=== block 1 ===
--- src/rtl/fifo_umbral_ctrl.sv ---
// Synchronous data FIFO with programmable almost-full/almost-empty thresholds
// and a sticky overflow/underflow error flag for the channel control FSM.
module fifo_umbral_ctrl #(
  parameter int DATA_W = 6,
  parameter int DEPTH  = 8,
  parameter int AW     = 3
) (
  input  logic              clk,
  input  logic              reset,
  input  logic              wr_en,
  input  logic [DATA_W-1:0] data_in,
  input  logic              rd_en,
  output logic [DATA_W-1:0] data_out,
  output logic              valid_out,
  input  logic              load_umb,
  input  logic [AW:0]       umbral_alto,
  input  logic [AW:0]       umbral_bajo,
  output logic              fifo_full,
  output logic              fifo_empty,
  output logic              almost_full,
  output logic              almost_empty,
  output logic              fifo_error,
  output logic [AW:0]       count
);

  localparam logic [AW:0]       CNT_FULL = (AW+1)'(DEPTH);
  localparam logic [AW:0]       CNT_ZERO = {(AW+1){1'b0}};
  localparam logic [AW:0]       CNT_ONE  = (AW+1)'(1);
  localparam logic [AW:0]       ALTO_RST = (AW+1)'(DEPTH-1);
  localparam logic [AW-1:0]     PTR_ZERO = {AW{1'b0}};
  localparam logic [AW-1:0]     PTR_ONE  = AW'(1);
  localparam logic [DATA_W-1:0] DATA_ZERO = {DATA_W{1'b0}};

  logic [DATA_W-1:0] mem_q [DEPTH];

  logic [AW-1:0]     wr_ptr_q, wr_ptr_d;
  logic [AW-1:0]     rd_ptr_q, rd_ptr_d;
  logic [AW:0]       count_q, count_d;
  logic [DATA_W-1:0] data_out_q, data_out_d;
  logic              valid_q, valid_d;
  logic              error_q, error_d;
  logic [AW:0]       alto_q, alto_d;
  logic [AW:0]       bajo_q, bajo_d;

  logic wr_ok_s;
  logic rd_ok_s;
  logic err_evt_s;

  // Occupancy count (0..DEPTH) separates full from empty at any pointer wrap.
  always_comb begin
    wr_ok_s   = wr_en & ((count_q != CNT_FULL) | rd_en);
    rd_ok_s   = rd_en & (count_q != CNT_ZERO);
    err_evt_s = (wr_en & ~rd_en & (count_q == CNT_FULL)) |
                (rd_en & (count_q == CNT_ZERO));

    wr_ptr_d   = wr_ptr_q;
    rd_ptr_d   = rd_ptr_q;
    count_d    = count_q;
    data_out_d = data_out_q;
    valid_d    = 1'b0;
    error_d    = error_q | err_evt_s;
    alto_d     = alto_q;
    bajo_d     = bajo_q;

    if (wr_ok_s) begin
      wr_ptr_d = wr_ptr_q + PTR_ONE;
    end else begin
      wr_ptr_d = wr_ptr_q;
    end

    if (rd_ok_s) begin
      rd_ptr_d   = rd_ptr_q + PTR_ONE;
      data_out_d = mem_q[rd_ptr_q];
      valid_d    = 1'b1;
    end else begin
      rd_ptr_d   = rd_ptr_q;
      data_out_d = data_out_q;
      valid_d    = 1'b0;
    end

    case ({wr_ok_s, rd_ok_s})
      2'b10:   count_d = count_q + CNT_ONE;
      2'b01:   count_d = count_q - CNT_ONE;
      default: count_d = count_q;
    endcase

    if (load_umb) begin
      alto_d = umbral_alto;
      bajo_d = umbral_bajo;
    end else begin
      alto_d = alto_q;
      bajo_d = bajo_q;
    end
  end

  always_ff @(posedge clk) begin
    if (!reset) begin
      wr_ptr_q   <= PTR_ZERO;
      rd_ptr_q   <= PTR_ZERO;
      count_q    <= CNT_ZERO;
      data_out_q <= DATA_ZERO;
      valid_q    <= 1'b0;
      error_q    <= 1'b0;
      alto_q     <= ALTO_RST;
      bajo_q     <= CNT_ONE;
    end else begin
      wr_ptr_q   <= wr_ptr_d;
      rd_ptr_q   <= rd_ptr_d;
      count_q    <= count_d;
      data_out_q <= data_out_d;
      valid_q    <= valid_d;
      error_q    <= error_d;
      alto_q     <= alto_d;
      bajo_q     <= bajo_d;
    end
  end

  // Storage is deliberately left uninitialised; reset only clears pointers.
  always_ff @(posedge clk) begin
    if (reset && wr_ok_s) begin
      mem_q[wr_ptr_q] <= data_in;
    end
  end

  assign data_out     = data_out_q;
  assign valid_out    = valid_q;
  assign fifo_error   = error_q;
  assign count        = count_q;
  assign fifo_full    = (count_q == CNT_FULL);
  assign fifo_empty   = (count_q == CNT_ZERO);
  assign almost_full  = (count_q >= alto_q);
  assign almost_empty = (count_q <= bajo_q);

endmodule

--- config.mk ---
export PLATFORM = sky130hd
export DESIGN_NAME = fifo_umbral_ctrl
export DESIGN_NICKNAME = d
export VERILOG_FILES = /design/src/rtl/fifo_umbral_ctrl.sv
export SDC_FILE = /design/constraint.sdc
export NUM_CORES = 1
export LEC_CHECK = 0
export CORE_UTILIZATION = 45
export DETAILED_ROUTE_END_ITERATION = 6
export PLACE_DENSITY = 0.66
export SYNTH_ARGS = -nofsm -noshare
export SYNTH_HDL_FRONTEND = slang
export SYNTH_SLANG_ARGS = --single-unit
export TNS_END_PERCENT = 10
--- constraint.sdc ---
create_clock -name clk -period 3.45 [get_ports clk]
set_input_delay 0.8625 -clock clk [delete_from_list [all_inputs] [get_ports clk]]
set_output_delay 0.8625 -clock clk [all_outputs]
set_load 0.02 [all_outputs]
=== block 2 ===
`config.mk`:
```
export PLATFORM = sky130hd
export DESIGN_NAME = multicycle_control
export DESIGN_NICKNAME = d
export VERILOG_FILES = /design/src/rtl/multicycle_control.sv
export SDC_FILE = /design/constraint.sdc
export NUM_CORES = 1
export LEC_CHECK = 0
export CAP_MARGIN = 20
export CORE_MARGIN = 4
export CORE_UTILIZATION = 43
export DETAILED_ROUTE_END_ITERATION = 7
export PLACE_DENSITY_LB_ADDON = 0.08
export REMOVE_ABC_BUFFERS = 1
export SLEW_MARGIN = 20
export SYNTH_ARGS = -nofsm -noshare
export SYNTH_HDL_FRONTEND = slang
export SYNTH_SLANG_ARGS = --single-unit
```
`constraint.sdc`:
```
create_clock -name clk -period 2.9 [get_ports clk]
set_clock_uncertainty 0.2 [all_clocks]
set_input_delay 0.58 -clock clk [delete_from_list [all_inputs] [get_ports clk]]
set_output_delay 0.58 -clock clk [all_outputs]
set_load 0.03 [all_outputs]
```
`src/rtl/multicycle_control.sv`:
```
// Multicycle control FSM for the RV datapath: fetch/decode/execute/memory/writeback sequencing,
// memory ready handshake with wait timeout, and a sticky trap on unsupported instructions.
module multicycle_control #(
    parameter int unsigned MEM_TIMEOUT = 15,
    parameter int unsigned CNT_W       = 32
) (
    input  logic             clk,
    input  logic             reset,
    input  logic [6:0]       opcode,
    input  logic [2:0]       funct3,
    input  logic             zero,
    input  logic             mem_ready,
    output logic             mem_read,
    output logic             mem_write,
    output logic             mem_addr_src,
    output logic             ir_write,
    output logic             pc_write,
    output logic             pc_src,
    output logic [1:0]       alu_src_b,
    output logic [1:0]       alu_op,
    output logic             reg_write,
    output logic             mem_to_reg,
    output logic             trap,
    output logic [2:0]       state,
    output logic [CNT_W-1:0] instret
);

    localparam int unsigned WAIT_W = (MEM_TIMEOUT < 2) ? 1 : $clog2(MEM_TIMEOUT + 1);

    localparam logic [6:0] OP_LD = 7'b0000011;
    localparam logic [6:0] OP_SD = 7'b0100011;
    localparam logic [6:0] OP_BR = 7'b1100011;
    localparam logic [6:0] OP_R  = 7'b0110011;

    typedef enum logic [2:0] {
        S_IDLE   = 3'd0,
        S_FETCH  = 3'd1,
        S_DECODE = 3'd2,
        S_EXEC   = 3'd3,
        S_MEM    = 3'd4,
        S_WB     = 3'd5,
        S_TRAP   = 3'd6
    } state_e;

    state_e              state_q, state_d;
    logic [WAIT_W-1:0]   wait_q, wait_d;
    logic [CNT_W-1:0]    instret_q, instret_d;
    logic                retire_c;
    logic                timeout_c;
    logic                taken_c;
    logic                is_ld_c;

    // A zero MEM_TIMEOUT leaves the handshake waiting forever.
    assign timeout_c = (MEM_TIMEOUT != 0) && !mem_ready && (wait_q == WAIT_W'(MEM_TIMEOUT));
    assign is_ld_c   = (opcode == OP_LD);

    // Next state and all datapath controls; outputs follow the current state combinationally.
    always_comb begin
        state_d      = state_q;
        retire_c     = 1'b0;
        taken_c      = 1'b0;
        mem_read     = 1'b0;
        mem_write    = 1'b0;
        mem_addr_src = 1'b0;
        ir_write     = 1'b0;
        pc_write     = 1'b0;
        pc_src       = 1'b0;
        alu_src_b    = 2'b00;
        alu_op       = 2'b00;
        reg_write    = 1'b0;
        mem_to_reg   = 1'b0;
        trap         = 1'b0;

        case (state_q)
            S_IDLE: state_d = S_FETCH;
            S_FETCH: begin
                mem_read = 1'b1;
                if (mem_ready) begin
                    ir_write = 1'b1;
                    pc_write = 1'b1;
                    state_d  = S_DECODE;
                end else if (timeout_c) begin
                    state_d = S_TRAP;
                end
            end
            S_DECODE: begin
                state_d = (opcode inside {OP_LD, OP_SD, OP_BR, OP_R}) ? S_EXEC : S_TRAP;
            end
            S_EXEC: begin
                case (opcode)
                    OP_LD, OP_SD: begin
                        alu_src_b = 2'b01;
                        state_d   = S_MEM;
                    end
                    OP_R: begin
                        alu_op  = 2'b10;
                        state_d = S_WB;
                    end
                    OP_BR: begin
                        alu_op = 2'b01;
                        if (funct3 == 3'b000 || funct3 == 3'b001) begin
                            taken_c  = (funct3 == 3'b000) ? zero : !zero;
                            pc_write = taken_c;
                            pc_src   = taken_c;
                            retire_c = 1'b1;
                            state_d  = S_FETCH;
                        end else begin
                            state_d = S_TRAP;
                        end
                    end
                    default: state_d = S_TRAP;
                endcase
            end
            S_MEM: begin
                mem_addr_src = 1'b1;
                mem_read     = is_ld_c;
                mem_write    = (opcode == OP_SD);
                if (mem_ready) begin
                    state_d  = is_ld_c ? S_WB : S_FETCH;
                    retire_c = !is_ld_c;
                end else if (timeout_c) begin
                    state_d = S_TRAP;
                end
            end
            S_WB: begin
                reg_write  = 1'b1;
                mem_to_reg = is_ld_c;
                retire_c   = 1'b1;
                state_d    = S_FETCH;
            end
            S_TRAP: trap = 1'b1;
            default: state_d = S_TRAP;
        endcase
    end

    // Wait counter restarts on every state change, so it is zero on entry to FETCH/MEM.
    always_comb begin
        wait_d    = '0;
        instret_d = instret_q + CNT_W'(retire_c);
        if (state_d == state_q) begin
            wait_d = mem_ready ? wait_q : wait_q + WAIT_W'(1);
        end
    end

    always_ff @(posedge clk or posedge reset) begin
        if (reset) begin
            state_q   <= S_IDLE;
            wait_q    <= '0;
            instret_q <= '0;
        end else begin
            state_q   <= state_d;
            wait_q    <= wait_d;
            instret_q <= instret_d;
        end
    end

    assign state   = state_q;
    assign instret = instret_q;

endmodule

```
block_1/pins.png
Drawn at 6 px/µm. Pins as bars across the die edge, other pins in grey.
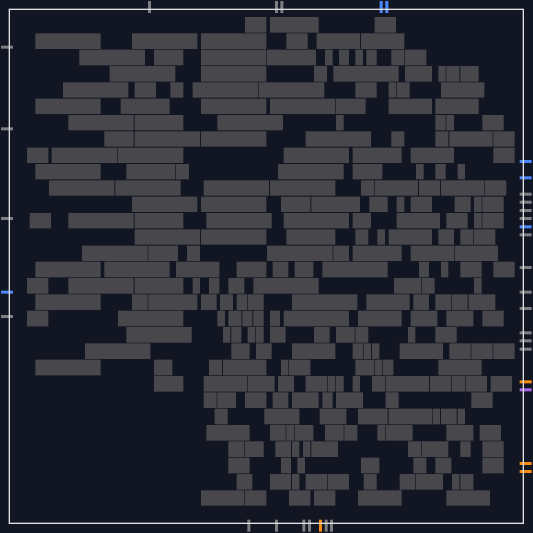
- `count`: orange (pins 4; direction output; edge 3 east, 1 south)
- `data_out`: blue (pins 6; direction output; edge 3 east, 2 north, 1 west)
- `almost_empty`: purple (pins 1; direction output; edge east)
- all pins by edge: 18 east, 7 south, 5 west, 5 north
die width: 85.4 µm
Port Buffers: 34

==> metrics.csv, block 1 <==
metric;value;unit
status;completed;
Hold Crit Endpoint;fifo_error;
Logic area;1090;µm²
hold_ws;469;ps
fraction of area in registers;0.515;
routed wl met3;214;µm
post-CTS setup repair buffer count;0;
Top Metal Used;met4;
post-synthesis cell type count;35;
combinational power;888;µW
clk ins delay skew pair;350;ps
CP Launch Type;register;
Max-area cell share;0.460;
RSZ-0062 raised after global routing;false;
most frequent logic cell in the layout;edfxtp_1;
yosys stat chip area;3130;µm²
most used cell along the critical path;a21o_1;
Net Sw Power;849;µW
count of library flops with an enable pin;48;
Post-synth top cells;edfxtp_1, dfxtp_1, ha_1, nand2_1;
via-per-instance ratio;5.28;
Net Count, Synth;251;
final hold violations;0;
DRC;0;
met2 usage;0.289;
io pins;35;
DR iter-0 viols;112;
==> block 1: registers in the layout, summed over array words and instances, names as in the netlist <==
| register | cells |
|---|---|
| valid_out | 1 |
| rd_ptr_q | 3 |
| wr_ptr_q | 3 |
| count | 4 |
| mem_q | 48 |
| fifo_error | 1 |
| data_out | 6 |
| bajo_q | 4 |
| alto_q | 4 |
==> block 1: kinds of logic after synthesis <==
kind of cell / share of synthesized area
AND/OR/NAND/NOR: 0.0879
buffers and inverters: 0.0268
adder cells (fa/ha/maj): 0.0583
XOR/XNOR: 0.0168
AND-OR/OR-AND: 0.0655
flip-flops: 0.626
multiplexers: 0.118
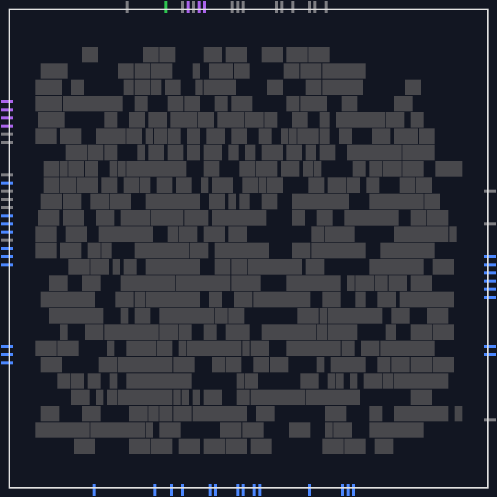
block_2/pins.png
Drawn at 6 px/µm. Pins as bars across the die edge, other pins in grey.
- `instret`: blue (pins 32; direction output; edge 14 south, 10 west, 8 east)
- `opcode`: purple (pins 7; direction input; edge 4 west, 3 north)
- `mem_write`: green (pins 1; direction output; edge north)

==> metrics.csv, block 2 <==
metric;value;unit
status;completed;
WP data required;2120;ps
Final setup viols;0;
io pins;62;
Non-clk invs;7;
combinational share of power;0.161;
Synthesis Warnings;0;
final hold violations;0;
clk ins delay skew pair;290;ps
CP Data Arrival Time;2010;ps
met2 usage;0.263;
Port Buffers;60;
GRT busiest layer;met2;
# Max-Cap Violations;0;
Largest logic family;simple AND/OR/NAND/NOR gates;
CP top delay family;buffers and inverters;
post-synthesis cell type count;51;
slowest library cell on the worst path;clkdlybuf4s50_1;
clk_buf instances;5;
R2R Path End;instret[17];
Setup CP Type;primary input to output pin;
Non-Clock Buffer Count;99;
met1 usage;0.241;
Data buffer area share;0.268;
via-per-instance ratio;5.07;
fin. max-slew vios;0;
DRT Pass-1 Iters;6;
crit end category;output pin;
area fraction in mux cells;0.0148;
## block 2: registers in the layout, summed over array words and instances (netlist names)
signal and count:
wait_q 4, instret 32, state 3
## block 2: worst max-delay path by stage
stage / from / endpoint / slack (ps) / depth (start not counted)
4_1_cts: opcode[5] / pc_write / 4 / 8
5_1_grt: wait_q[0] / instret[17] / -30 / 13
2_1_floorplan: state[0] / instret[24] / -430 / 12
6_report: opcode[6] / pc_write / 110 / 7
3_3_place_gp: mem_ready / instret[24] / -350 / 12
3_5_place_dp: mem_ready / instret[30] / -480 / 12

=== block 3 ===
<file path="src/rtl/alu.sv">
// alu: registered 4-bit ALU giving an 8-bit result, a carry/borrow/shift-out/div-by-zero flag and a division remainder
module alu (
  input  logic       clk,
  input  logic       rst_n,
  input  logic [3:0] A,
  input  logic [3:0] B,
  input  logic [3:0] opcode,
  output logic [7:0] result,
  output logic       carry_out,
  output logic [3:0] remainder
);
  logic [7:0] r_n;
  logic       c_n;
  logic [3:0] m_n;
  always_comb begin
    r_n = '0;
    c_n = 1'b0;
    m_n = '0;
    case (opcode)
      4'h0: {c_n, r_n[3:0]} = {1'b0, A} + {1'b0, B};
      4'h1: begin
        r_n[3:0] = A - B;
        c_n = A < B;
      end
      4'h2: r_n = {4'h0, A} * {4'h0, B};
      4'h3: begin
        // a zero divisor flags an error and passes A through as the remainder
        r_n[3:0] = (B == 4'h0) ? 4'h0 : A / B;
        m_n = (B == 4'h0) ? A : A % B;
        c_n = B == 4'h0;
      end
      4'h4: r_n[3:0] = A & B;
      4'h5: r_n[3:0] = A | B;
      4'h6: r_n[3:0] = ~A;
      4'h7: r_n[3:0] = A ^ B;
      4'hb: {c_n, r_n[3:0]} = {A, 1'b0};
      4'hc: {r_n[3:0], c_n} = {1'b0, A};
      4'hd: r_n[0] = ~A[0];
      4'he: r_n[0] = ~(A[0] & B[0]);
      4'hf: r_n[0] = ~(A[0] | B[0]);
      default: ;
    endcase
  end
  always_ff @(posedge clk or negedge rst_n)
    if (!rst_n) begin
      result <= '0;
      carry_out <= 1'b0;
      remainder <= '0;
    end else begin
      result <= r_n;
      carry_out <= c_n;
      remainder <= m_n;
    end
endmodule

</file>
<file path="config.mk">
export PLATFORM = sky130hd
export DESIGN_NAME = alu
export DESIGN_NICKNAME = d
export VERILOG_FILES = /design/src/rtl/alu.sv
export SDC_FILE = /design/constraint.sdc
export NUM_CORES = 1
export LEC_CHECK = 0
export ABC_CLOCK_PERIOD_IN_PS = 800
export CAP_MARGIN = 20
export CORE_MARGIN = 10
export CORE_UTILIZATION = 40
export DETAILED_ROUTE_END_ITERATION = 10
export GPL_TIMING_DRIVEN = 0
export MAX_ROUTING_LAYER = met4
export SLEW_MARGIN = 25
export SYNTH_ARGS = -nofsm -noshare
export SYNTH_HDL_FRONTEND = slang
export SYNTH_SLANG_ARGS = --single-unit
</file>
<file path="constraint.sdc">
create_clock -name clk -period 0.8 [get_ports clk]
set_input_delay 0.08 -clock clk [delete_from_list [all_inputs] [get_ports clk]]
set_output_delay 0.08 -clock clk [all_outputs]
set_load 0.01 [all_outputs]
</file>
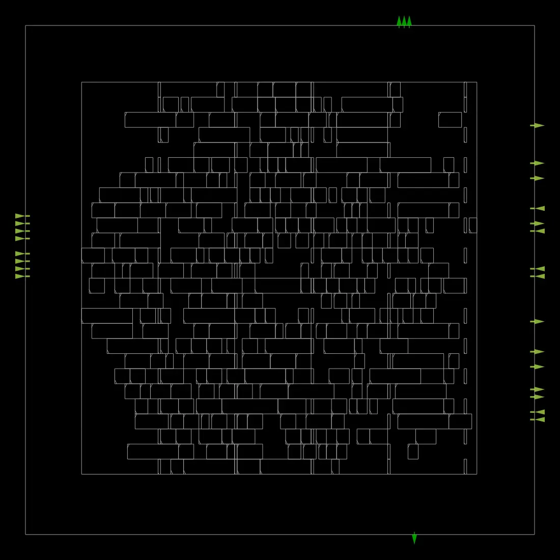
block_3/final_placement.png
flip-flops: 13
row cnt: 26
Core ar.: 5040 µm²
fraction of area in registers: 0.112
non-filler cells, final: 375

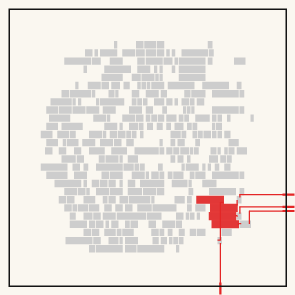
block_3/port_nets.png
Drawn at 3 px/µm.
- `remainder`: red (direction output; edge 3 east, 1 south; end cells 4; buffers 4; wire 80.9 µm)

==> metrics.csv <==
metric;value;unit
status;finished, violations left;
failing checks;setup timing;
Non-clk invs;23;
post-route design area;2900;µm²
crit-path max cell delay;450;ps
CP Data Arrival Time;3860;ps
clock power share;0.175;
GRT busiest layer;met2;
Placed Instance Area;2510;µm²
hold_ws;159;ps
syn_area_per_cell;8.19;µm²
Static Leak;0.00130;µW
Core Util at FP;0.409;
hold_sp;A[0];
flops out of synthesis;13;
Worst Hold Path Cells;3;
cts bufs inserted;3;
VDD IR max;0.419;mV
Final setup viols;17;
io pins;27;
final hold violations;0;
worst setup margin;-2890;ps
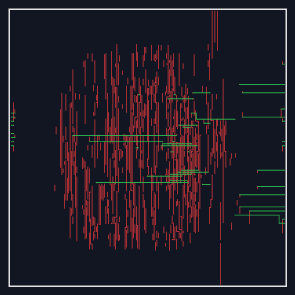
block_3/metal_stack.png
Drawn at 3 px/µm. Only two layers are drawn.
- met2: red (wire length 2710 µm)
- met3: green (wire length 330 µm)

## kinds of logic (layout without fill, tap and decap cells)
logic type / Yosys count / in the layout / synth area share
mux: 8 / 8 / 0.0388
flops: 13 / 13 / 0.158
compound gates: 72 / 72 / 0.233
fa+ha+maj: 44 / 44 / 0.292
buf+inv: 32 / 85 / 0.0594
xor+xnor: 6 / 6 / 0.0255
simple gates: 77 / 77 / 0.193
## metal layers
| metal | part of all wire | wire length (µm) |
|---|---|---|
| met4 | 0.018 | 106 |
| met5 | 0 | 0 |
| met3 | 0.056 | 329 |
| met2 | 0.46 | 2710 |
| met1 | 0.46 | 2720 |


==> notes/layouts.md <==
Pictures saved along the way, in no particular order.

M2 wires.
shot_01.png
Drawn at 6 px/µm.
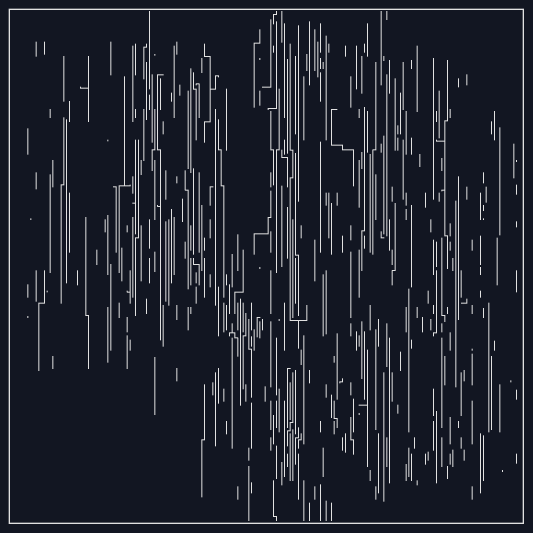
shot_02.png
Drawn at 6 px/µm.
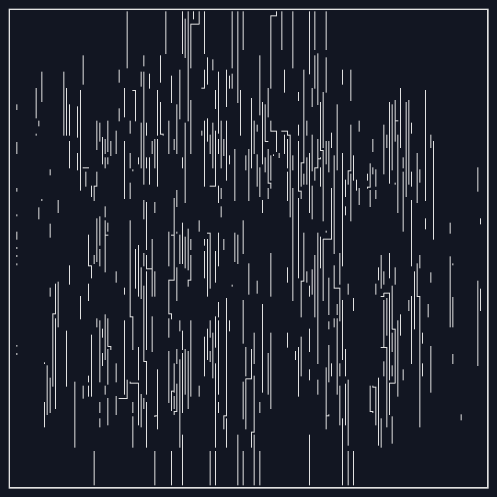
shot_03.png
Drawn at 4 px/µm.
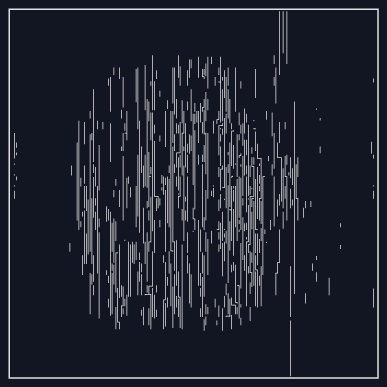
- block 3 = shot_03.png
- block 1 = shot_01.png
- block 2 = shot_02.png
Of these, smallest die: shot_02.png
Of these, largest die: shot_03.png

Key to shot_02.png:
- share of all routed wire: 45%
- nets with wire on the layer: 293
- wire length on this layer: 2430 µm
- longest straight run: 21.8 µm
- main direction: vertical

Power is estimated from default activity; no workload was simulated.
